# ---- regfile_writeback_scheduler ----
**regfile_writeback_scheduler: cell classes on the final placement**

Scale: 2 px per um.
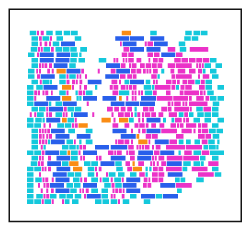

<file path="src/rtl/regfile_writeback_scheduler.sv">
// Register-file write-port owner: round-robin writeback arbitration across
// the functional units, plus a per-register busy scoreboard that stalls the
// issue stage on RAW/WAW hazards until the pending write has landed.
module regfile_writeback_scheduler #(
    parameter int DATA_WIDTH    = 32,
    parameter int NUM_REGISTERS = 32,
    parameter int NUM_SOURCES   = 2,
    localparam int REG_W        = $clog2(NUM_REGISTERS)
) (
    input  logic                              clk,
    input  logic                              rst,
    input  logic                              issue_valid,
    output logic                              issue_ready,
    input  logic [REG_W-1:0]                  issue_rs1,
    input  logic [REG_W-1:0]                  issue_rs2,
    input  logic [REG_W-1:0]                  issue_rd,
    input  logic [NUM_SOURCES-1:0]            wb_valid,
    output logic [NUM_SOURCES-1:0]            wb_ready,
    input  logic [NUM_SOURCES*REG_W-1:0]      wb_rd,
    input  logic [NUM_SOURCES*DATA_WIDTH-1:0] wb_data,
    output logic [REG_W-1:0]                  write_register,
    output logic [DATA_WIDTH-1:0]             write_data,
    output logic [NUM_REGISTERS-1:0]          busy
);

    localparam int SRC_W = (NUM_SOURCES > 1) ? $clog2(NUM_SOURCES) : 1;

    logic [SRC_W-1:0]            pointer;
    logic [SRC_W-1:0]            scan_idx;
    logic [SRC_W-1:0]            grant_idx;
    logic                        grant_any;
    logic [NUM_SOURCES-1:0]      grant;
    logic                        issue_fire;
    logic [NUM_REGISTERS-1:0]    busy_next;
    logic [REG_W-1:0]            src_rd   [NUM_SOURCES];
    logic [DATA_WIDTH-1:0]       src_data [NUM_SOURCES];

    genvar s;
    generate
        for (s = 0; s < NUM_SOURCES; s++) begin : g_unpack
            assign src_rd[s]   = wb_rd[s*REG_W +: REG_W];
            assign src_data[s] = wb_data[s*DATA_WIDTH +: DATA_WIDTH];
        end
    endgenerate

    // Issue may proceed only when none of its registers has a write in flight;
    // uses the registered scoreboard only, so a same-cycle commit does not bypass.
    always_comb begin
        issue_ready = rst & ~(busy[issue_rs1] | busy[issue_rs2] | busy[issue_rd]);
        issue_fire  = issue_valid & issue_ready;
    end

    // Round-robin scan starting just after the last granted source, wrapping.
    always_comb begin
        grant     = '0;
        grant_idx = '0;
        grant_any = 1'b0;
        scan_idx  = '0;
        for (int i = 1; i <= NUM_SOURCES; i++) begin
            scan_idx = SRC_W'((int'(pointer) + i) % NUM_SOURCES);
            if (!grant_any && wb_valid[scan_idx]) begin
                grant_any       = 1'b1;
                grant_idx       = scan_idx;
                grant[scan_idx] = 1'b1;
            end
        end
        if (!rst) begin
            grant     = '0;
            grant_any = 1'b0;
        end
        wb_ready = grant;
    end

    // Granted writeback is registered onto the write port for one cycle; idle cycles drive index 0.
    always_ff @(posedge clk) begin
        if (!rst) begin
            pointer        <= SRC_W'(NUM_SOURCES - 1);
            write_register <= '0;
            write_data     <= '0;
        end else if (grant_any) begin
            pointer        <= grant_idx;
            write_register <= src_rd[grant_idx];
            write_data     <= src_data[grant_idx];
        end else begin
            write_register <= '0;
            write_data     <= '0;
        end
    end

    // Scoreboard update: clear on the edge the data lands, set on issue; register 0 never tracked.
    always_comb begin
        busy_next = busy;
        if (write_register != '0) begin
            busy_next[write_register] = 1'b0;
        end
        if (issue_fire && issue_rd != '0) begin
            busy_next[issue_rd] = 1'b1;
        end
        busy_next[0] = 1'b0;
    end

    // Scoreboard register.
    always_ff @(posedge clk) begin
        if (!rst) begin
            busy <= '0;
        end else begin
            busy <= busy_next;
        end
    end

endmodule
</file>
<file path="config.mk">
export PLATFORM = sky130hd
export DESIGN_NAME = regfile_writeback_scheduler
export DESIGN_NICKNAME = d
export VERILOG_FILES = /design/src/rtl/regfile_writeback_scheduler.sv
export SDC_FILE = /design/constraint.sdc
export NUM_CORES = 1
export LEC_CHECK = 0
export CORE_ASPECT_RATIO = 0.9
export CORE_MARGIN = 8
export CORE_UTILIZATION = 42
export CTS_CLUSTER_DIAMETER = 50
export DETAILED_ROUTE_END_ITERATION = 10
export GPL_TIMING_DRIVEN = 0
export PLACE_DENSITY = 0.8
export SLEW_MARGIN = 10
export SYNTH_ARGS = -nofsm -noshare
export SYNTH_HDL_FRONTEND = slang
export SYNTH_SLANG_ARGS = --single-unit
</file>
<file path="constraint.sdc">
create_clock -name clk -period 2.5 [get_ports clk]
set_input_delay 0.25 -clock clk [delete_from_list [all_inputs] [get_ports clk]]
set_output_delay 0.25 -clock clk [all_outputs]
set_load 0.02 [all_outputs]
</file>
# ---- armleocpu_regfile_mp ----
<file path="config.mk">
export PLATFORM = sky130hd
export DESIGN_NAME = armleocpu_regfile_mp
export DESIGN_NICKNAME = d
export VERILOG_FILES = /design/src/rtl/armleocpu_regfile_pkg.sv /design/src/rtl/armleocpu_regfile_clear_ctrl.sv /design/src/rtl/armleocpu_regfile_mp.sv
export SDC_FILE = /design/constraint.sdc
export NUM_CORES = 1
export LEC_CHECK = 0
export CAP_MARGIN = 20
export CORE_UTILIZATION = 35
export CTS_CLUSTER_SIZE = 20
export DETAILED_ROUTE_END_ITERATION = 16
export GPL_ROUTABILITY_DRIVEN = 0
export PLACE_DENSITY = 0.49
export SETUP_SLACK_MARGIN = 0.05
export SLEW_MARGIN = 20
export SYNTH_ARGS = -nofsm -noshare
export SYNTH_HDL_FRONTEND = slang
export SYNTH_SLANG_ARGS = --single-unit
export TNS_END_PERCENT = 100
</file>
<file path="constraint.sdc">
create_clock -name clk -period 6.9 [get_ports clk]
set_clock_uncertainty 0.05 [all_clocks]
set_input_delay 1.725 -clock clk [delete_from_list [all_inputs] [get_ports clk]]
set_output_delay 1.725 -clock clk [all_outputs]
set_load 0.02 [all_outputs]
</file>
<file path="src/rtl/armleocpu_regfile_pkg.sv">
// Shared types, constants and helpers for the multi-port integer register file.
package armleocpu_regfile_pkg;

  typedef enum logic {
    REGFILE_CLEAR = 1'b0,
    REGFILE_READY = 1'b1
  } regfile_state_t;

  localparam int REGFILE_ZERO_ADDR = 0;

  // An address is writable/readable only if it is not the hardwired zero
  // register and it lies inside a (possibly non-power-of-two) array.
  function automatic logic addr_valid(input logic [31:0] addr, input logic [31:0] count);
    return (addr != 32'(REGFILE_ZERO_ADDR)) && (addr < count);
  endfunction

endpackage

</file>
<file path="src/rtl/armleocpu_regfile_clear_ctrl.sv">
// Clear sequencer: walks entries 1..REG_COUNT-1 after reset or on request.
module armleocpu_regfile_clear_ctrl #(
  parameter int REG_COUNT = 32,
  parameter int AW        = 5
) (
  input  logic          clk,
  input  logic          rst,
  input  logic          clear_req,
  output logic          ready,
  output logic          clr_en,
  output logic [AW-1:0] clr_addr
);
  import armleocpu_regfile_pkg::*;

  localparam logic [0:0]    S_CLEAR  = 1'(REGFILE_CLEAR);
  localparam logic [0:0]    S_READY  = 1'(REGFILE_READY);
  localparam logic [AW-1:0] LAST_IDX = AW'(REG_COUNT - 1);

  logic [0:0]    state;
  logic [AW-1:0] clr_idx;

  // Entry 0 is never stored, so the walk starts at 1; requests during a
  // clear are ignored rather than restarting it.
  always_ff @(posedge clk) begin
    if (rst) begin
      state   <= S_CLEAR;
      clr_idx <= AW'(1);
    end else if (state == S_CLEAR) begin
      clr_idx <= clr_idx + AW'(1);
      if (clr_idx == LAST_IDX) begin
        state <= S_READY;
      end
    end else if (clear_req) begin
      state   <= S_CLEAR;
      clr_idx <= AW'(1);
    end
  end

  assign ready    = (state == S_READY);
  assign clr_en   = (state == S_CLEAR);
  assign clr_addr = clr_idx;

endmodule

</file>
<file path="src/rtl/armleocpu_regfile_mp.sv">
// Parametrised multi-port register file with optional write-to-read bypass.
module armleocpu_regfile_mp
  import armleocpu_regfile_pkg::*;
#(
  parameter int XLEN        = 32,
  parameter int REG_COUNT   = 32,
  parameter int READ_PORTS  = 2,
  parameter int WRITE_PORTS = 1,
  parameter int BYPASS      = 1,
  localparam int AW         = $clog2(REG_COUNT)
) (
  input  logic                       clk,
  input  logic                       rst,
  input  logic [READ_PORTS*AW-1:0]   rs_addr,
  output logic [READ_PORTS*XLEN-1:0] rs_rdata,
  input  logic [WRITE_PORTS-1:0]     rd_write,
  input  logic [WRITE_PORTS*AW-1:0]  rd_addr,
  input  logic [WRITE_PORTS*XLEN-1:0] rd_wdata,
  input  logic                       clear_req,
  output logic                       ready
);

  logic            clr_en;
  logic [AW-1:0]   clr_addr;
  logic [XLEN-1:0] regs [REG_COUNT];
  logic [AW-1:0]   ra;
  logic [XLEN-1:0] val;

  armleocpu_regfile_clear_ctrl #(
    .REG_COUNT(REG_COUNT),
    .AW       (AW)
  ) u_clear_ctrl (
    .clk      (clk),
    .rst      (rst),
    .clear_req(clear_req),
    .ready    (ready),
    .clr_en   (clr_en),
    .clr_addr (clr_addr)
  );

  // Ascending port order makes the highest-index writer win a collision.
  always_ff @(posedge clk) begin
    if (clr_en) begin
      regs[clr_addr] <= '0;
    end else if (ready && !rst) begin
      for (int j = 0; j < WRITE_PORTS; j++) begin
        if (rd_write[j] && addr_valid(32'(rd_addr[j*AW +: AW]), 32'(REG_COUNT))) begin
          regs[rd_addr[j*AW +: AW]] <= rd_wdata[j*XLEN +: XLEN];
        end
      end
    end
  end

  // Reads are forced to zero while clearing so stale or uninitialised
  // entries never leak out.
  always_comb begin
    rs_rdata = '0;
    ra       = '0;
    val      = '0;
    for (int i = 0; i < READ_PORTS; i++) begin
      ra  = rs_addr[i*AW +: AW];
      val = '0;
      if (ready && addr_valid(32'(ra), 32'(REG_COUNT))) begin
        val = regs[ra];
        if (BYPASS != 0) begin
          for (int j = 0; j < WRITE_PORTS; j++) begin
            if (rd_write[j] && (rd_addr[j*AW +: AW] == ra)) begin
              val = rd_wdata[j*XLEN +: XLEN];
            end
          end
        end
      end
      rs_rdata[i*XLEN +: XLEN] = val;
    end
  end

endmodule
</file>
# ---- key_entry_accumulator ----
===== config.mk =====
export PLATFORM = sky130hd
export DESIGN_NAME = key_entry_accumulator
export DESIGN_NICKNAME = d
export VERILOG_FILES = /design/src/rtl/key_entry_accumulator.sv
export SDC_FILE = /design/constraint.sdc
export NUM_CORES = 1
export LEC_CHECK = 0
export CORE_AREA = 5 5 101 65
export DETAILED_ROUTE_END_ITERATION = 12
export DIE_AREA = 0 0 106 70
export PLACE_DENSITY = 0.71
export SYNTH_ARGS = -nofsm -noshare
export SYNTH_HDL_FRONTEND = slang
export SYNTH_SLANG_ARGS = --single-unit
export TNS_END_PERCENT = 100

===== constraint.sdc =====
create_clock -name CLK -period 1.75 [get_ports CLK]
set_input_delay 0.35 -clock CLK [delete_from_list [all_inputs] [get_ports CLK]]
set_output_delay 0.35 -clock CLK [all_outputs]
set_load 0.02 [all_outputs]

===== src/rtl/key_entry_accumulator.sv =====
`timescale 1ns/1ps
// key_entry_accumulator
//   Turns raw keyboard-controller key codes into calculator operands.
//   Every press is debounced and accepted once. Digits are shifted into a
//   4-digit BCD entry. An operator key hands the finished operand and its
//   operator to the arithmetic stage over a valid/ready handshake.
//
// Ports
//   CLK        : system clock, rising edge
//   RESET      : synchronous, active-low reset
//   BCDKey     : key code, meaningful only while KeyRead=1
//   KeyRead    : high while a key is held
//   OpReady    : downstream can take the operand/operator pair
//   OpValid    : operand/operator pair valid
//   Operand    : 4-digit BCD operand, [15:12] most significant
//   OpCode     : operator key code accompanying Operand
//   EntryValue : live BCD entry for the display
//   DigitCount : digits currently entered (0..4)
//   Overflow   : sticky, a fifth digit was attempted
module key_entry_accumulator #(
    parameter int DEBOUNCE_CYCLES = 4
) (
    input  logic        CLK,
    input  logic        RESET,
    input  logic [3:0]  BCDKey,
    input  logic        KeyRead,
    input  logic        OpReady,
    output logic        OpValid,
    output logic [15:0] Operand,
    output logic [3:0]  OpCode,
    output logic [15:0] EntryValue,
    output logic [2:0]  DigitCount,
    output logic        Overflow
);

    localparam int CW = (DEBOUNCE_CYCLES < 2) ? 1 : $clog2(DEBOUNCE_CYCLES + 1);
    localparam logic [CW-1:0] CNT_LAST = CW'(DEBOUNCE_CYCLES - 1);
    localparam logic [CW-1:0] CNT_ONE  = CW'(1);
    // With a single required sample, the first sample both starts and
    // completes the debounce, so PRESS/RELEASE are bypassed.
    localparam bit SINGLE_SAMPLE = (DEBOUNCE_CYCLES == 1);

    typedef enum logic [1:0] {
        S_IDLE,
        S_PRESS,
        S_HELD,
        S_RELEASE
    } state_t;

    state_t          state, state_nxt;
    logic [CW-1:0]   cnt, cnt_nxt;
    logic [3:0]      cap_code, cap_nxt;
    logic            accept_q, accept_nxt;
    logic            kr_q;
    logic [3:0]      key_q;

    // Input register stage
    always_ff @(posedge CLK) begin
        if (!RESET) begin
            kr_q  <= 1'b0;
            key_q <= 4'h0;
        end else begin
            kr_q  <= KeyRead;
            key_q <= BCDKey;
        end
    end

    // Debounce state register
    always_ff @(posedge CLK) begin
        if (!RESET) begin
            state    <= S_IDLE;
            cnt      <= '0;
            cap_code <= 4'h0;
            accept_q <= 1'b0;
        end else begin
            state    <= state_nxt;
            cnt      <= cnt_nxt;
            cap_code <= cap_nxt;
            accept_q <= accept_nxt;
        end
    end

    always_comb begin
        state_nxt  = state;
        cnt_nxt    = cnt;
        cap_nxt    = cap_code;
        accept_nxt = 1'b0;
        case (state)
            S_IDLE: begin
                if (kr_q) begin
                    cap_nxt = key_q;
                    cnt_nxt = CNT_ONE;
                    if (SINGLE_SAMPLE) begin
                        state_nxt  = S_HELD;
                        accept_nxt = 1'b1;
                    end else begin
                        state_nxt = S_PRESS;
                    end
                end
            end
            S_PRESS: begin
                if (!kr_q || (key_q != cap_code)) begin
                    state_nxt = S_IDLE;
                    cnt_nxt   = '0;
                end else begin
                    cnt_nxt = cnt + CNT_ONE;
                    if (cnt == CNT_LAST) begin
                        state_nxt  = S_HELD;
                        accept_nxt = 1'b1;
                    end
                end
            end
            S_HELD: begin
                // Code changes while held are deliberately ignored.
                if (!kr_q) begin
                    if (SINGLE_SAMPLE) begin
                        state_nxt = S_IDLE;
                        cnt_nxt   = '0;
                    end else begin
                        state_nxt = S_RELEASE;
                        cnt_nxt   = CNT_ONE;
                    end
                end
            end
            S_RELEASE: begin
                if (kr_q) begin
                    state_nxt = S_HELD;
                    cnt_nxt   = '0;
                end else if (cnt == CNT_LAST) begin
                    state_nxt = S_IDLE;
                    cnt_nxt   = '0;
                end else begin
                    cnt_nxt = cnt + CNT_ONE;
                end
            end
            default: begin
                state_nxt = S_IDLE;
                cnt_nxt   = '0;
            end
        endcase
    end

    // Entry and handshake stage. cap_code stays stable through HELD, so it
    // is the accepted key while accept_q is high.
    always_ff @(posedge CLK) begin
        if (!RESET) begin
            OpValid    <= 1'b0;
            Operand    <= 16'h0000;
            OpCode     <= 4'h0;
            EntryValue <= 16'h0000;
            DigitCount <= 3'd0;
            Overflow   <= 1'b0;
        end else begin
            if (OpValid && OpReady) begin
                OpValid <= 1'b0;
            end
            // A key accepted while a pair is pending (even one completing
            // this cycle) is consumed and dropped.
            if (accept_q && !OpValid) begin
                if (cap_code <= 4'h9) begin
                    if (DigitCount < 3'd4) begin
                        EntryValue <= {EntryValue[11:0], cap_code};
                        DigitCount <= DigitCount + 3'd1;
                    end else begin
                        Overflow <= 1'b1;
                    end
                end else begin
                    case (cap_code)
                        4'hD: begin
                            if (DigitCount != 3'd0) begin
                                EntryValue <= EntryValue >> 4;
                                DigitCount <= DigitCount - 3'd1;
                            end
                        end
                        4'hE: begin
                            EntryValue <= 16'h0000;
                            DigitCount <= 3'd0;
                            Overflow   <= 1'b0;
                        end
                        default: begin
                            Operand    <= EntryValue;
                            OpCode     <= cap_code;
                            OpValid    <= 1'b1;
                            EntryValue <= 16'h0000;
                            DigitCount <= 3'd0;
                            Overflow   <= 1'b0;
                        end
                    endcase
                end
            end
        end
    end

endmodule


==> layout pictures side by side <==
Where the registers sit.
(a)
Scale: 1 px per um.
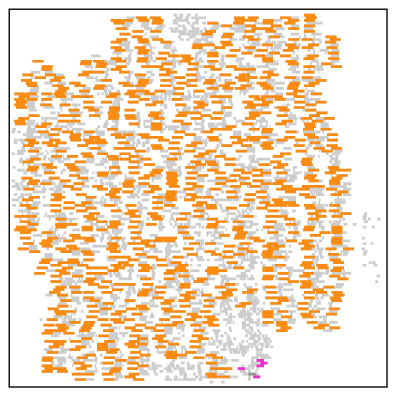
(b)
Scale: 2 px per um.
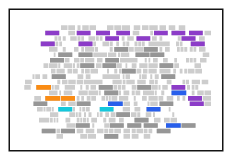
(c)
Scale: 2 px per um.
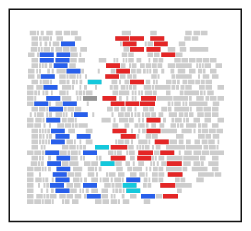
| from | picture |
|---|---|
| regfile_writeback_scheduler | (c) |
| key_entry_accumulator | (b) |
| armleocpu_regfile_mp | (a) |
Of these, smallest die: (b)
Of these, fewest cells: (b)

**armleocpu_regfile_mp: nets reached from selected ports**

Scale: 1 px per um.
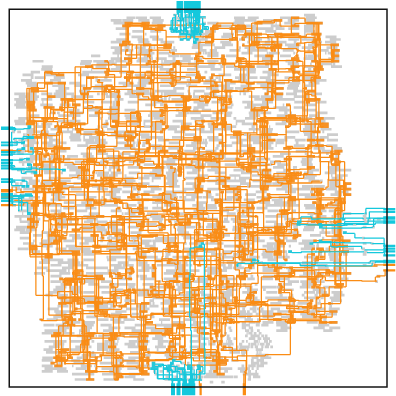
[rs_addr] orange | bits: 10 | direction: input | edge: 5 left, 3 bottom, 2 right | end cells: 954 | buffers: 68 | wire: 30.2 mm
[rs_rdata] cyan | bits: 64 | direction: output | edge: 18 top, 18 bottom, 16 left, 12 right | end cells: 64 | buffers: 66 | wire: 2920 um
I/O Buffers: 115
num ports: 116

==> results_dict.tcl, armleocpu_regfile_mp <==
# yosys + openroad results
set metrics [dict create \
    fillers 12330 \
    fin_ws_ns 0.2833 \
    drt_iter0_drc 3316 \
    clkTransAtPathRegs_ns 0.06 \
    cap_violations 0 \
    clkCellAreaFrac 0.06431 \
    drc_errors 0 \
    lay_top_count "edfxtp_1" \
    status "finished, final reports clean" \
    buffers 304 \
    grt_max_degree 87 \
    worstPathCellList "clkdlybuf4s50_1 -> buf_4 -> xnor2_1 -> nand4_1 -> o21bai_1 -> nor2_4 -> buf_4 -> a221o_1 -> clkdlybuf4s50_1" \
    ff2ff_path_depth 7 \
    synth-async-reset-ratio 0 \
    pre_cts_slack_ns 0.3479 \
    topCellsByArea "edfxtp_1 (63%), mux4_2 (16%), mux2i_1 (5.3%)" \
    cts_setup_buffers 0 \
    synthCells 2792 \
    grt_use_total 0.2390 \
    top_cell_area_share 0.6271 \
    cp.required_ns 5.12 \
    layout_top_cells "edfxtp_1 (1024), mux4_2 (355), mux2i_1 (258), buf_4 (157), a221oi_1 (126)" \
    finalCriticalPeriod_ns 6.617 \
    max_freq_ghz 0.1511 \
    num-nonclk-inverters 6 \
    power_leader "sequential cells" \
    powerDensity_mw_per_mm2 245.7 \
    core-area_sq_mm 0.1382 \
    path_class "in -> out" \
    buf_share 0.05393 \
    dp_hpwl_um 101700 \
    yosys_most_used_dff "edfxtp_1" \
    cts.sinks 1030 \
    swShare 0.2286 \
    slew_viol_final 0 \
    comb_share 0.3012 \
    yosys_cells 2792 \
    reg2reg_slack_ns 3.52 \
    synthAdderAreaFrac 0.0005103 \
    finalHoldViolations 0 \
    tightest_slew_ns 1.191 \
    fin_util 0.4142 \
    grt_util_met1 0.3182 \
    yosysTopAreaCell "edfxtp_1" \
    p_clk_frac 0.433 \
    clk_latency_ns 0.72 \
    n_antenna_cell 2 \
    seqCellArea_sq_mm 0.03087 \
    dpl_cell_area_sq_mm 0.05349 \
    die-area_sq_mm 0.1416 \
    synthDistinctLibCells 52 \
    max_slew_margin 0.2044 \
    synthesis.area_sq_mm 0.04903 \
    p_int_uw 10850 \
    hold_buffers 0 \
    std_cell_rows 136 \
    numCtsBuffers 113 \
    num_vias 30530 \
    grtUsageMet2 0.3981 \
    edf_count 1024 \
    path_max_fanout 22 \
    sequentialPower_uw 6900 \
    final_area_sq_mm 0.05724 \
    synthTopLogicFamily "multiplexers" \
]
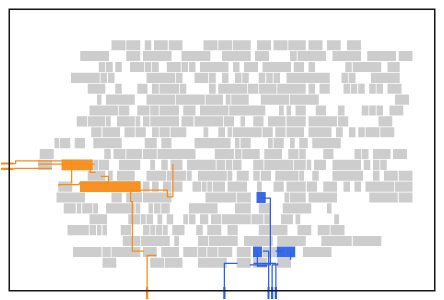
**Above:** key_entry_accumulator (nets reached from selected ports).
Scale: 4 px per um.
[DigitCount] orange | bits: 3 | direction: output | edge: 2 left, 1 bottom | end cells: 3 | buffers: 3 | wire: 115 um
[BCDKey] blue | bits: 4 | direction: input | edge: bottom | end cells: 4 | buffers: 4 | wire: 73.2 um
I/O Buffers: 48
num ports: 49

**key_entry_accumulator: cell classes on the final placement**

Scale: 2 px per um.
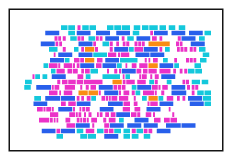
[combinational and other logic] magenta | cells: 187
[other buffers and delay cells] cyan | cells: 73
[clock drivers and dummy loads] orange | cells: 8
[flops] blue | cells: 56
flop share of the area: 0.3394
Util after Layout: 0.6078
core area: 0.005465 sq mm
num rows: 21
post-route cell area: 0.003322 sq mm

==> results_dict.tcl, key_entry_accumulator <==
# yosys + openroad results
set metrics [dict create \
    htree_levels 2 \
    p_int_uw 1844 \
    grt_pass1_vias 1936 \
    area_delta_synth_final_pct 32.16 \
    reg2reg_slack_ns 0.05 \
    use_met3 0.03591 \
    synthCells 266 \
    comb_share 0.3680 \
    cts_tree "yes" \
    seq_cells 56 \
    combPwrFrac 0.051 \
    status "finished, final reports clean" \
    slew_viol_final 0 \
    p_clk_frac 0.391 \
    drt-total-wl_um 6343 \
    fillers 474 \
    pre_cts_slack_ns 0.01731 \
    yosys_cells 266 \
    synth_top_cell_by_count "dfxtp_1" \
    topCellsByArea "dfxtp_1 (45%), a211oi_2 (5.0%), a21oi_1 (4.6%)" \
]
**regfile_writeback_scheduler: clock wires, drivers and flops**

Scale: 2 px per um.
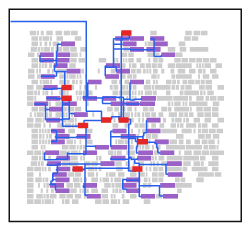
[clock drivers] red | count: 9
[clock wires] blue | length: 840 um
[flip-flops] purple | count: 69
routed clock nets: 10
clk_skew: 0.007187 ns
Clock Power: 811 uW
power share of the clock group: 0.312
Skew-Pair Late Insertion Delay: 0.34 ns

Notes on 'cell classes on the final placement' of regfile_writeback_scheduler above:
[clock drivers and dummy loads] orange | cells: 16
[other buffers and delay cells] cyan | cells: 208
[flops] blue | cells: 69
[combinational and other logic] magenta | cells: 333

==> results_dict.tcl, regfile_writeback_scheduler <==
# yosys + openroad results
set metrics [dict create \
    status "finished with violations" \
    violations "negative setup slack" \
    drt-total-wl_um 14090 \
    setup_viol 1 \
    swShare 0.2848 \
    wl_per_cell_um 18.92 \
    wl_met3_um 1951 \
    cp.required_ns 2.25 \
    num-nonclk-inverters 7 \
    grt_max_degree 12 \
    xor_share 0 \
    ff2ff_path_depth 8 \
    path_class "reg -> out" \
    yosysTopAreaCell "dfxtp_1" \
    tightest_slew_ns 1.084 \
    fin_ws_ns -0.004141 \
    std_cell_rows 32 \
    synthesis.area_sq_mm 0.003726 \
    comb_power_uw 625 \
    drt-pass1-iter-count 5 \
    r2r_end "busy[13]" \
    regMostFlops "write_data" \
    topCellsByArea "dfxtp_1 (37%), nand2_1 (12%), o21ai_2 (6.8%)" \
    grt_util_met1 0.2491 \
    arrival_ns 2.25 \
    top_cells_by_count "nand2_1 (119), dfxtp_1 (69), a21oi_1 (38), o211ai_1 (31), o21ai_2 (29)" \
    cts.sinks 69 \
    synth-async-reset-ratio 0 \
    crit_end "issue_ready" \
    p_leak_uw 0.002211 \
    die_h_um 105.4 \
    top_cell_area_share 0.3707 \
    simple_gate_share 0.2102 \
    max_freq_ghz 0.3993 \
    seq_cells 69 \
    hp-class "in -> reg" \
    total_power_uw 2603 \
    powerDensity_mw_per_mm2 444.1 \
    crit_cells 8 \
    synthAdderAreaFrac 0 \
    yosys_most_used_dff "dfxtp_1" \
    top_regs "write_data: 32 flops, busy: 31 flops, write_register: 5 flops" \
    lay_top_count "clkdlybuf4s50_1" \
    worstSetupStartpointType "register" \
    num_vias 4107 \
    buffers 208 \
    cts_setup_buffers 14 \
    dpl_cell_area_sq_mm 0.005466 \
    stdcell_count 745 \
    drive_gt1_frac 0.1853 \
    drc_errors 0 \
    yosys_cells 437 \
    syn_area_per_cell_sq_um 8.526 \
    synthTopLogicFamily "AND-OR/OR-AND gates" \
    root_buffer "clkbuf_8" \
]

# ---- decode_stage ----
**decode_stage: nets reached from selected ports**

Scale: 1 px per um.
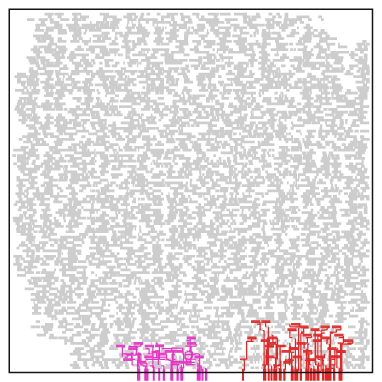

$ cat config.mk
export PLATFORM = sky130hd
export DESIGN_NAME = decode_stage
export DESIGN_NICKNAME = d
export VERILOG_FILES = /design/src/rtl/decode_stage.sv
export SDC_FILE = /design/constraint.sdc
export NUM_CORES = 2
export LEC_CHECK = 0
export CELL_PAD_IN_SITES_DETAIL_PLACEMENT = 0
export CELL_PAD_IN_SITES_GLOBAL_PLACEMENT = 2
export CORE_MARGIN = 2
export CORE_UTILIZATION = 48
export CTS_CLUSTER_SIZE = 24
export DETAILED_ROUTE_END_ITERATION = 16
export PLACE_DENSITY_LB_ADDON = 0.1
export SYNTH_ARGS = -nofsm -noshare
export SYNTH_HDL_FRONTEND = slang
export SYNTH_SLANG_ARGS = --single-unit
$ cat constraint.sdc
create_clock -name clk -period 3.9 [get_ports clk]
set_clock_uncertainty 0.05 [all_clocks]
set_input_delay 0.39 -clock clk [delete_from_list [all_inputs] [get_ports clk]]
set_output_delay 0.39 -clock clk [all_outputs]
set_load 0.01 [all_outputs]
$ cat src/rtl/decode_stage.sv
// rtl/decode_stage.sv - RV32 decode stage: register file, immediate generation,
// load-use hazard detection and a one-entry skid register toward execute.
module decode_stage #(
  parameter int XLEN = 32,
  parameter int NREG = 32,
  parameter int CNTW = 16,
  localparam int AW = $clog2(NREG)
) (
  input  logic            clk,
  input  logic            rst_n,
  input  logic            in_valid,
  output logic            in_ready,
  input  logic [31:0]     in_instr,
  input  logic [XLEN-1:0] in_pc,
  input  logic            flush,
  input  logic            ex_ready,
  output logic            ex_valid,
  output logic [XLEN-1:0] ex_rs1_data,
  output logic [XLEN-1:0] ex_rs2_data,
  output logic [XLEN-1:0] ex_imm,
  output logic [XLEN-1:0] ex_pc,
  output logic [AW-1:0]   ex_rs1,
  output logic [AW-1:0]   ex_rs2,
  output logic [AW-1:0]   ex_rd,
  output logic            ex_is_load,
  output logic            ex_reg_we,
  input  logic            wb_we,
  input  logic [AW-1:0]   wb_rd,
  input  logic [XLEN-1:0] wb_data,
  output logic            load_use_stall,
  output logic [CNTW-1:0] stall_count
);

  localparam logic [6:0] OP_LOAD   = 7'b0000011;
  localparam logic [6:0] OP_IMM    = 7'b0010011;
  localparam logic [6:0] OP_JALR   = 7'b1100111;
  localparam logic [6:0] OP_STORE  = 7'b0100011;
  localparam logic [6:0] OP_BRANCH = 7'b1100011;
  localparam logic [6:0] OP_LUI    = 7'b0110111;
  localparam logic [6:0] OP_AUIPC  = 7'b0010111;
  localparam logic [6:0] OP_JAL    = 7'b1101111;
  localparam logic [6:0] OP_REG    = 7'b0110011;

  logic [XLEN-1:0] regs [NREG];

  logic [6:0]      opcode;
  logic [AW-1:0]   rs1_idx;
  logic [AW-1:0]   rs2_idx;
  logic [AW-1:0]   rd_idx;
  logic [XLEN-1:0] rs1_val;
  logic [XLEN-1:0] rs2_val;
  logic [XLEN-1:0] imm;
  logic            dec_is_load;
  logic            dec_reg_we;
  logic            use_rs1;
  logic            use_rs2;
  logic            accept;
  logic            hold;

  assign opcode  = in_instr[6:0];
  assign rs1_idx = AW'(in_instr[19:15]);
  assign rs2_idx = AW'(in_instr[24:20]);
  assign rd_idx  = AW'(in_instr[11:7]);

  // Same-cycle writeback wins over the stored value; x0 never bypasses.
  always_comb begin
    rs1_val = regs[rs1_idx];
    rs2_val = regs[rs2_idx];
    if (rs1_idx == '0) begin
      rs1_val = '0;
    end else if (wb_we && (wb_rd == rs1_idx)) begin
      rs1_val = wb_data;
    end
    if (rs2_idx == '0) begin
      rs2_val = '0;
    end else if (wb_we && (wb_rd == rs2_idx)) begin
      rs2_val = wb_data;
    end
  end

  always_comb begin
    imm = '0;
    case (opcode)
      OP_LOAD, OP_IMM, OP_JALR:
        imm = XLEN'($signed(in_instr[31:20]));
      OP_STORE:
        imm = XLEN'($signed({in_instr[31:25], in_instr[11:7]}));
      OP_BRANCH:
        imm = XLEN'($signed({in_instr[31], in_instr[7], in_instr[30:25],
                             in_instr[11:8], 1'b0}));
      OP_LUI, OP_AUIPC:
        imm = XLEN'({in_instr[31:12], 12'b0});
      OP_JAL:
        imm = XLEN'($signed({in_instr[31], in_instr[19:12], in_instr[20],
                             in_instr[30:21], 1'b0}));
      default:
        imm = '0;
    endcase
  end

  always_comb begin
    dec_is_load = (opcode == OP_LOAD);
    dec_reg_we  = (opcode != OP_STORE) && (opcode != OP_BRANCH);
    use_rs1     = (opcode != OP_LUI) && (opcode != OP_AUIPC) && (opcode != OP_JAL);
    use_rs2     = (opcode == OP_REG) || (opcode == OP_STORE) || (opcode == OP_BRANCH);
  end

  assign load_use_stall = in_valid && ex_valid && ex_is_load && (ex_rd != '0) &&
                          ((use_rs1 && (rs1_idx == ex_rd)) ||
                           (use_rs2 && (rs2_idx == ex_rd)));

  // Gating with rst_n keeps fetch from seeing a handshake while reset is held.
  assign in_ready = rst_n && !flush && !load_use_stall && (!ex_valid || ex_ready);
  assign accept   = in_valid && in_ready;
  assign hold     = ex_valid && !ex_ready;

  always_ff @(posedge clk or negedge rst_n) begin
    if (!rst_n) begin
      for (int i = 0; i < NREG; i++) begin
        regs[i] <= '0;
      end
    end else if (wb_we && (wb_rd != '0)) begin
      regs[wb_rd] <= wb_data;
    end
  end

  always_ff @(posedge clk or negedge rst_n) begin
    if (!rst_n) begin
      ex_valid    <= 1'b0;
      ex_rs1_data <= '0;
      ex_rs2_data <= '0;
      ex_imm      <= '0;
      ex_pc       <= '0;
      ex_rs1      <= '0;
      ex_rs2      <= '0;
      ex_rd       <= '0;
      ex_is_load  <= 1'b0;
      ex_reg_we   <= 1'b0;
    end else if (flush) begin
      ex_valid <= 1'b0;
    end else if (accept) begin
      ex_valid    <= 1'b1;
      ex_rs1_data <= rs1_val;
      ex_rs2_data <= rs2_val;
      ex_imm      <= imm;
      ex_pc       <= in_pc;
      ex_rs1      <= rs1_idx;
      ex_rs2      <= rs2_idx;
      ex_rd       <= rd_idx;
      ex_is_load  <= dec_is_load;
      ex_reg_we   <= dec_reg_we;
    end else if (!hold) begin
      ex_valid <= 1'b0;
    end
  end

  always_ff @(posedge clk or negedge rst_n) begin
    if (!rst_n) begin
      stall_count <= '0;
    end else if (load_use_stall && ex_ready && !flush && (stall_count != '1)) begin
      stall_count <= stall_count + CNTW'(1);
    end
  end

endmodule

# ---- multicycle_control_unit ----
==> src/rtl/mips_pkg.sv <==
// Shared definitions for the multicycle MIPS control unit: state codes,
// opcodes, ALU op classes, mux selects and the packed control word.
package mips_pkg;

  localparam int unsigned STATE_W  = 4;
  localparam int unsigned OPCODE_W = 6;
  localparam int unsigned SEL_W    = 2;
  localparam int unsigned COUNT_W  = 32;
  localparam int unsigned CTRL_W   = 16;

  typedef enum logic [STATE_W-1:0] {
    S_FETCH  = 4'd0,
    S_DECODE = 4'd1,
    S_MEMADR = 4'd2,
    S_MEMRD  = 4'd3,
    S_MEMWB  = 4'd4,
    S_MEMWR  = 4'd5,
    S_EXEC   = 4'd6,
    S_ALUWB  = 4'd7,
    S_BRANCH = 4'd8,
    S_JUMP   = 4'd9,
    S_ADDIEX = 4'd10,
    S_ADDIWB = 4'd11
  } state_t;

  localparam logic [OPCODE_W-1:0] OP_R    = 6'b000000;
  localparam logic [OPCODE_W-1:0] OP_LW   = 6'b100011;
  localparam logic [OPCODE_W-1:0] OP_SW   = 6'b101011;
  localparam logic [OPCODE_W-1:0] OP_BEQ  = 6'b000100;
  localparam logic [OPCODE_W-1:0] OP_J    = 6'b000010;
  localparam logic [OPCODE_W-1:0] OP_ADDI = 6'b001000;

  localparam logic [SEL_W-1:0] ALU_ADD   = 2'b00;
  localparam logic [SEL_W-1:0] ALU_SUB   = 2'b01;
  localparam logic [SEL_W-1:0] ALU_FUNCT = 2'b10;

  localparam logic [SEL_W-1:0] SRCB_REG  = 2'b00;
  localparam logic [SEL_W-1:0] SRCB_FOUR = 2'b01;
  localparam logic [SEL_W-1:0] SRCB_IMM  = 2'b10;
  localparam logic [SEL_W-1:0] SRCB_BOFF = 2'b11;

  localparam logic [SEL_W-1:0] PCSRC_ALU  = 2'b00;
  localparam logic [SEL_W-1:0] PCSRC_OUT  = 2'b01;
  localparam logic [SEL_W-1:0] PCSRC_JUMP = 2'b10;

  typedef struct packed {
    logic             pc_write;
    logic             pc_write_cond;
    logic             i_or_d;
    logic             mem_read;
    logic             mem_write;
    logic             ir_write;
    logic             mem_to_reg;
    logic             reg_dst;
    logic             reg_write;
    logic             alu_src_a;
    logic [SEL_W-1:0] alu_src_b;
    logic [SEL_W-1:0] alu_op;
    logic [SEL_W-1:0] pc_source;
  } ctrl_t;

  function automatic logic is_known_op(input logic [OPCODE_W-1:0] op);
    return (op == OP_R) || (op == OP_LW) || (op == OP_SW) ||
           (op == OP_BEQ) || (op == OP_J) || (op == OP_ADDI);
  endfunction

endpackage

==> src/rtl/mcu_output_decode.sv <==
// Control-word decoder: maps the current state (and effective memory ready)
// onto the datapath strobes and mux selects.
module mcu_output_decode
  import mips_pkg::*;
(
  input  logic [STATE_W-1:0] i_state,
  input  logic               i_mem_ready,
  output logic [CTRL_W-1:0]  o_ctrl
);

  state_t w_state;
  ctrl_t  w_ctrl;

  assign w_state = state_t'(i_state);
  assign o_ctrl  = w_ctrl;

  always_comb begin
    w_ctrl = '0;
    case (w_state)
      S_FETCH: begin
        w_ctrl.mem_read  = 1'b1;
        w_ctrl.alu_src_b = SRCB_FOUR;
        w_ctrl.alu_op    = ALU_ADD;
        w_ctrl.pc_source = PCSRC_ALU;
        w_ctrl.ir_write  = i_mem_ready;
        w_ctrl.pc_write  = i_mem_ready;
      end
      S_DECODE: begin
        w_ctrl.alu_src_b = SRCB_BOFF;
        w_ctrl.alu_op    = ALU_ADD;
      end
      S_MEMADR, S_ADDIEX: begin
        w_ctrl.alu_src_a = 1'b1;
        w_ctrl.alu_src_b = SRCB_IMM;
        w_ctrl.alu_op    = ALU_ADD;
      end
      S_MEMRD: begin
        w_ctrl.mem_read = 1'b1;
        w_ctrl.i_or_d   = 1'b1;
      end
      S_MEMWR: begin
        w_ctrl.mem_write = 1'b1;
        w_ctrl.i_or_d    = 1'b1;
      end
      S_MEMWB: begin
        w_ctrl.reg_write  = 1'b1;
        w_ctrl.mem_to_reg = 1'b1;
      end
      S_EXEC: begin
        w_ctrl.alu_src_a = 1'b1;
        w_ctrl.alu_src_b = SRCB_REG;
        w_ctrl.alu_op    = ALU_FUNCT;
      end
      S_ALUWB: begin
        w_ctrl.reg_write = 1'b1;
        w_ctrl.reg_dst   = 1'b1;
      end
      S_ADDIWB: w_ctrl.reg_write = 1'b1;
      S_BRANCH: begin
        w_ctrl.alu_src_a     = 1'b1;
        w_ctrl.alu_src_b     = SRCB_REG;
        w_ctrl.alu_op        = ALU_SUB;
        w_ctrl.pc_source     = PCSRC_OUT;
        w_ctrl.pc_write_cond = 1'b1;
      end
      S_JUMP: begin
        w_ctrl.pc_source = PCSRC_JUMP;
        w_ctrl.pc_write  = 1'b1;
      end
      default: w_ctrl = '0;
    endcase
  end

endmodule

==> src/rtl/multicycle_control_unit.sv <==
// Multicycle MIPS control FSM: state sequencing, retired-instruction counter
// and sticky illegal-opcode flag; control outputs come from mcu_output_decode.
module multicycle_control_unit
  import mips_pkg::*;
#(
  parameter bit MEM_WAIT_EN = 1'b1
) (
  input  logic                clk,
  input  logic                reset,
  input  logic [OPCODE_W-1:0] opcode,
  input  logic                mem_ready,
  output logic                pc_write,
  output logic                pc_write_cond,
  output logic                i_or_d,
  output logic                mem_read,
  output logic                mem_write,
  output logic                ir_write,
  output logic                mem_to_reg,
  output logic                reg_dst,
  output logic                reg_write,
  output logic                alu_src_a,
  output logic [SEL_W-1:0]    alu_src_b,
  output logic [SEL_W-1:0]    alu_op,
  output logic [SEL_W-1:0]    pc_source,
  output logic [STATE_W-1:0]  state,
  output logic                illegal_op,
  output logic [COUNT_W-1:0]  instr_count
);

  state_t               r_state;
  state_t               w_next;
  logic                 w_ready;
  logic                 w_retire;
  logic [COUNT_W-1:0]   r_instr_count;
  logic                 r_illegal_op;
  logic [CTRL_W-1:0]    w_ctrl_bits;
  ctrl_t                w_ctrl;

  assign w_ready = MEM_WAIT_EN ? mem_ready : 1'b1;

  // Next-state and retire decision
  always_comb begin
    w_next   = S_FETCH;
    w_retire = 1'b0;
    case (r_state)
      S_FETCH:  w_next = w_ready ? S_DECODE : S_FETCH;
      S_DECODE: begin
        case (opcode)
          OP_LW, OP_SW: w_next = S_MEMADR;
          OP_R:         w_next = S_EXEC;
          OP_BEQ:       w_next = S_BRANCH;
          OP_J:         w_next = S_JUMP;
          OP_ADDI:      w_next = S_ADDIEX;
          default:      w_next = S_FETCH;
        endcase
      end
      S_MEMADR: w_next = (opcode == OP_SW) ? S_MEMWR : S_MEMRD;
      S_MEMRD:  w_next = w_ready ? S_MEMWB : S_MEMRD;
      S_MEMWR: begin
        w_next   = w_ready ? S_FETCH : S_MEMWR;
        w_retire = w_ready;
      end
      S_EXEC:   w_next = S_ALUWB;
      S_ADDIEX: w_next = S_ADDIWB;
      S_MEMWB, S_ALUWB, S_ADDIWB, S_BRANCH, S_JUMP: begin
        w_next   = S_FETCH;
        w_retire = 1'b1;
      end
      default:  w_next = S_FETCH;
    endcase
  end

  always_ff @(posedge clk) begin
    if (!reset) begin
      r_state       <= S_FETCH;
      r_instr_count <= '0;
      r_illegal_op  <= 1'b0;
    end else begin
      r_state <= w_next;
      if (w_retire) r_instr_count <= r_instr_count + 32'd1;
      if ((r_state == S_DECODE) && !is_known_op(opcode)) r_illegal_op <= 1'b1;
    end
  end

  mcu_output_decode u_decode (
    .i_state     (4'(r_state)),
    .i_mem_ready (w_ready),
    .o_ctrl      (w_ctrl_bits)
  );

  assign w_ctrl        = ctrl_t'(w_ctrl_bits);
  assign pc_write      = w_ctrl.pc_write;
  assign pc_write_cond = w_ctrl.pc_write_cond;
  assign i_or_d        = w_ctrl.i_or_d;
  assign mem_read      = w_ctrl.mem_read;
  assign mem_write     = w_ctrl.mem_write;
  assign ir_write      = w_ctrl.ir_write;
  assign mem_to_reg    = w_ctrl.mem_to_reg;
  assign reg_dst       = w_ctrl.reg_dst;
  assign reg_write     = w_ctrl.reg_write;
  assign alu_src_a     = w_ctrl.alu_src_a;
  assign alu_src_b     = w_ctrl.alu_src_b;
  assign alu_op        = w_ctrl.alu_op;
  assign pc_source     = w_ctrl.pc_source;
  assign state         = 4'(r_state);
  assign illegal_op    = r_illegal_op;
  assign instr_count   = r_instr_count;

endmodule
==> config.mk <==
export PLATFORM = sky130hd
export DESIGN_NAME = multicycle_control_unit
export DESIGN_NICKNAME = d
export VERILOG_FILES = /design/src/rtl/mips_pkg.sv /design/src/rtl/mcu_output_decode.sv /design/src/rtl/multicycle_control_unit.sv
export SDC_FILE = /design/constraint.sdc
export NUM_CORES = 1
export LEC_CHECK = 0
export ABC_AREA = 1
export CAP_MARGIN = 0
export CORE_MARGIN = 4
export CORE_UTILIZATION = 45
export CTS_BUF_LIST = sky130_fd_sc_hd__clkbuf_16
export CTS_CLUSTER_SIZE = 30
export DETAILED_ROUTE_END_ITERATION = 10
export GPL_TIMING_DRIVEN = 0
export PLACE_DENSITY = 0.81
export SYNTH_ARGS = -nofsm -noshare
export SYNTH_HDL_FRONTEND = slang
export SYNTH_HIERARCHICAL = 1
export SYNTH_SLANG_ARGS = --single-unit
==> constraint.sdc <==
create_clock -name clk -period 1.93 [get_ports clk]
set_input_delay 0.386 -clock clk [delete_from_list [all_inputs] [get_ports clk]]
set_output_delay 0.386 -clock clk [all_outputs]
set_load 0.01 [all_outputs]
**decode_stage: where the registers sit**

Scale: 1 px per um.
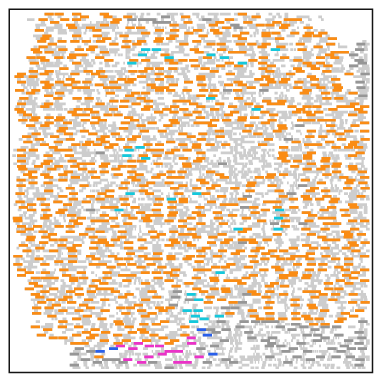
[ex_rs2_data] cyan | flops: 32
[ex_rs1] blue | flops: 5 | where: bottom middle
[stall_count] magenta | flops: 16 | where: bottom middle
[regs] orange | flops: 1024 | where: all over the die
not colored: 109

## Picture notes: 'nets reached from selected ports' of decode_stage
[ex_imm] red | bits: 32 | direction: output | edge: bottom | end cells: 32 | buffers: 32 | wire: 1230 um
[stall_count] magenta | bits: 16 | direction: output | edge: bottom | end cells: 16 | buffers: 16 | wire: 665 um

==> results_dict.tcl, decode_stage <==
# yosys + openroad results
set metrics [dict create \
    comb_share 0.4236 \
    taps 1662 \
    wl_met3_um 11680 \
    holdWs_ns 0.05669 \
    r2r-start "ex_rd[1]" \
    hp-class "in -> async" \
    area_delta_synth_final_pct 15.58 \
    cap_violations 0 \
    drt_iter0_drc 3683 \
    max_slew_margin 0.08957 \
    yosysTopAreaCell "dfrtp_1" \
    num_vias 40620 \
    synth_chip_area_sq_mm 0.06146 \
    path_class "reg -> out" \
    dp_hpwl_um 123300 \
    grtUsageMet2 0.4902 \
    regMostFlops "regs" \
    clkTransAtPathRegs_ns 0.06 \
    status "finished, final reports clean" \
    pre_cts_slack_ns 0.1815 \
    seq-cell-share 0.4178 \
    ys_ff 1186 \
    clkCellAreaFrac 0.06200 \
    yosysSeqAreaShare 0.4829 \
    cts.sinks 1186 \
    power_leader "sequential cells" \
    synthAdderAreaFrac 0.0002036 \
    combPwrFrac 0.203 \
    drt-total-wl_um 203500 \
    xor_share 0.004987 \
]
**multicycle_control_unit: nets reached from selected ports**

Scale: 6 px per um.
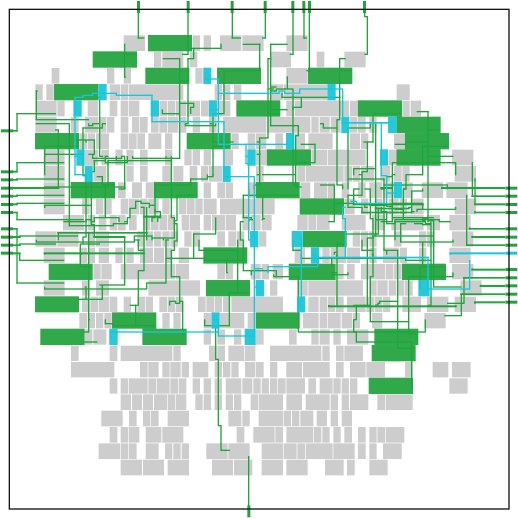
[instr_count] green | bits: 32 | direction: output | edge: 12 right, 11 left, 8 top, 1 bottom | end cells: 32 | buffers: 32 | wire: 1710 um
[reset] cyan | bits: 1 | direction: input | edge: right | end cells: 24 | buffers: 3 | wire: 298 um

==> results_dict.tcl, multicycle_control_unit <==
# yosys + openroad results
set metrics [dict create \
    dpl_cell_area_sq_mm 0.003236 \
    ys_ff 37 \
    synth_top_cell_by_count "nand2_1" \
    wl_met3_um 546 \
    fin_ws_ns 0.06520 \
    p_clk_frac 0.458 \
    die_h_um 83.06 \
    busiest_layer "met2" \
    num_vias 2965 \
    cts_tree "yes" \
    dp_hpwl_um 5269 \
    gp_congestion 0.9160 \
    htree_levels 2 \
    topCellsByArea "dfxtp_1 (29%), nand2_1 (18%), nor2_1 (12%)" \
    final_nets 506 \
    whs_path_depth 2 \
    grt_setup_unrepaired "no" \
    via_per_inst 5.220 \
    power_clock_uw 755 \
    max_freq_ghz 0.5363 \
    overflow 0 \
    cts_resized 21 \
    fin_util 0.6255 \
    clkCellAreaFrac 0.03874 \
    logic_gates 316 \
    wl_per_cell_um 12.25 \
    yosys_most_used_dff "dfxtp_1" \
    synthesis.nets 434 \
    dr.max_layer_used "met4" \
    synthDistinctLibCells 33 \
    floorplan.core_util 0.4632 \
    slew_viol_final 0 \
    finalHoldViolations 0 \
    pre_cts_slack_ns -0.1492 \
    wl_met2_um 3541 \
    comb_share 0.4433 \
    cap_violations 0 \
    simple_gate_share 0.5281 \
    portBuffers 61 \
    grt_pass1_vias 2733 \
    tightest_slew_ns 0.4842 \
    antenna_left 0 \
    aoi_share 0.05035 \
    drt_iter0_drc 217 \
    grt_util_met1 0.2474 \
    cp.required_ns 1.54 \
    hold_buffers 0 \
    clockBufferDepth 2 \
    core-area_sq_mm 0.005473 \
    num-nonclk-inverters 62 \
    warnings 26 \
    use_met3 0.04861 \
    ff2ff_path_depth 10 \
    buffers 74 \
    status "finished, final reports clean" \
    setup_viol 0 \
    yosysWarnings 6 \
    clk_latency_ns 0.28 \
    die-area_sq_mm 0.006898 \
    area_delta_synth_final_pct 35.04 \
    crit_cells 4 \
    synth-async-reset-ratio 0 \
    critPathTopFamily "buffers and inverters" \
    largest_reg_flops 32 \
    total_power_uw 1650 \
    std_cell_rows 27 \
    crit_slowest_cell "clkdlybuf4s50_1" \
    hold_start "illegal_op" \
    ios 62 \
    cts.sinks 37 \
]

==> notes/layouts.md <==
Pictures saved along the way, in no particular order.

Cell outlines without signal wires.
Plate I
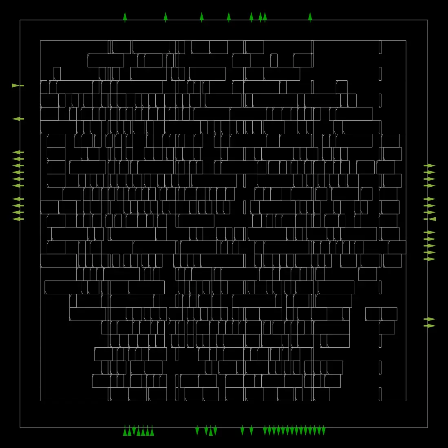
Plate II
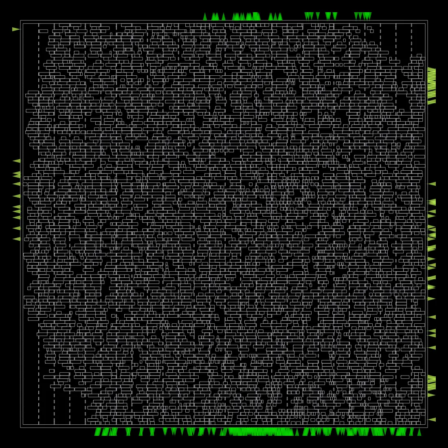
Plate II: decode_stage
Plate I: multicycle_control_unit



==> screenshots <==
Cell outlines without signal wires.
picture 1
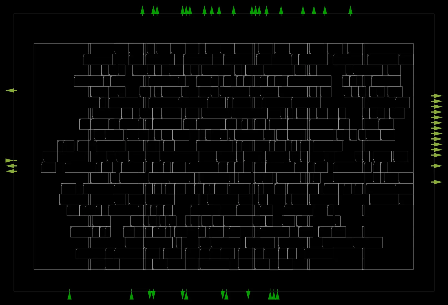
picture 2
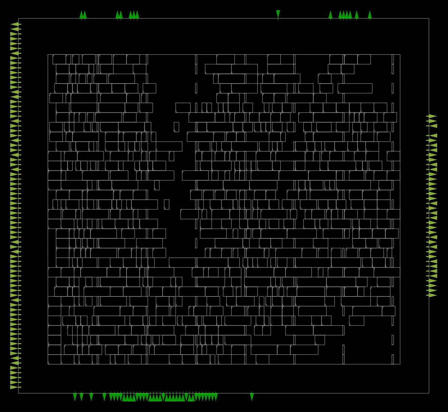
picture 3
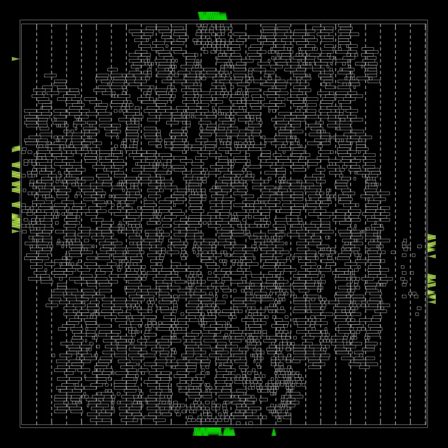
Of these, most cells: picture 3
Of these, fewest sequential cells: picture 1
Picture 3 comes from armleocpu_regfile_mp.
Picture 2 comes from regfile_writeback_scheduler.
Picture 1 comes from key_entry_accumulator.

Power is estimated from default activity; no workload was simulated.
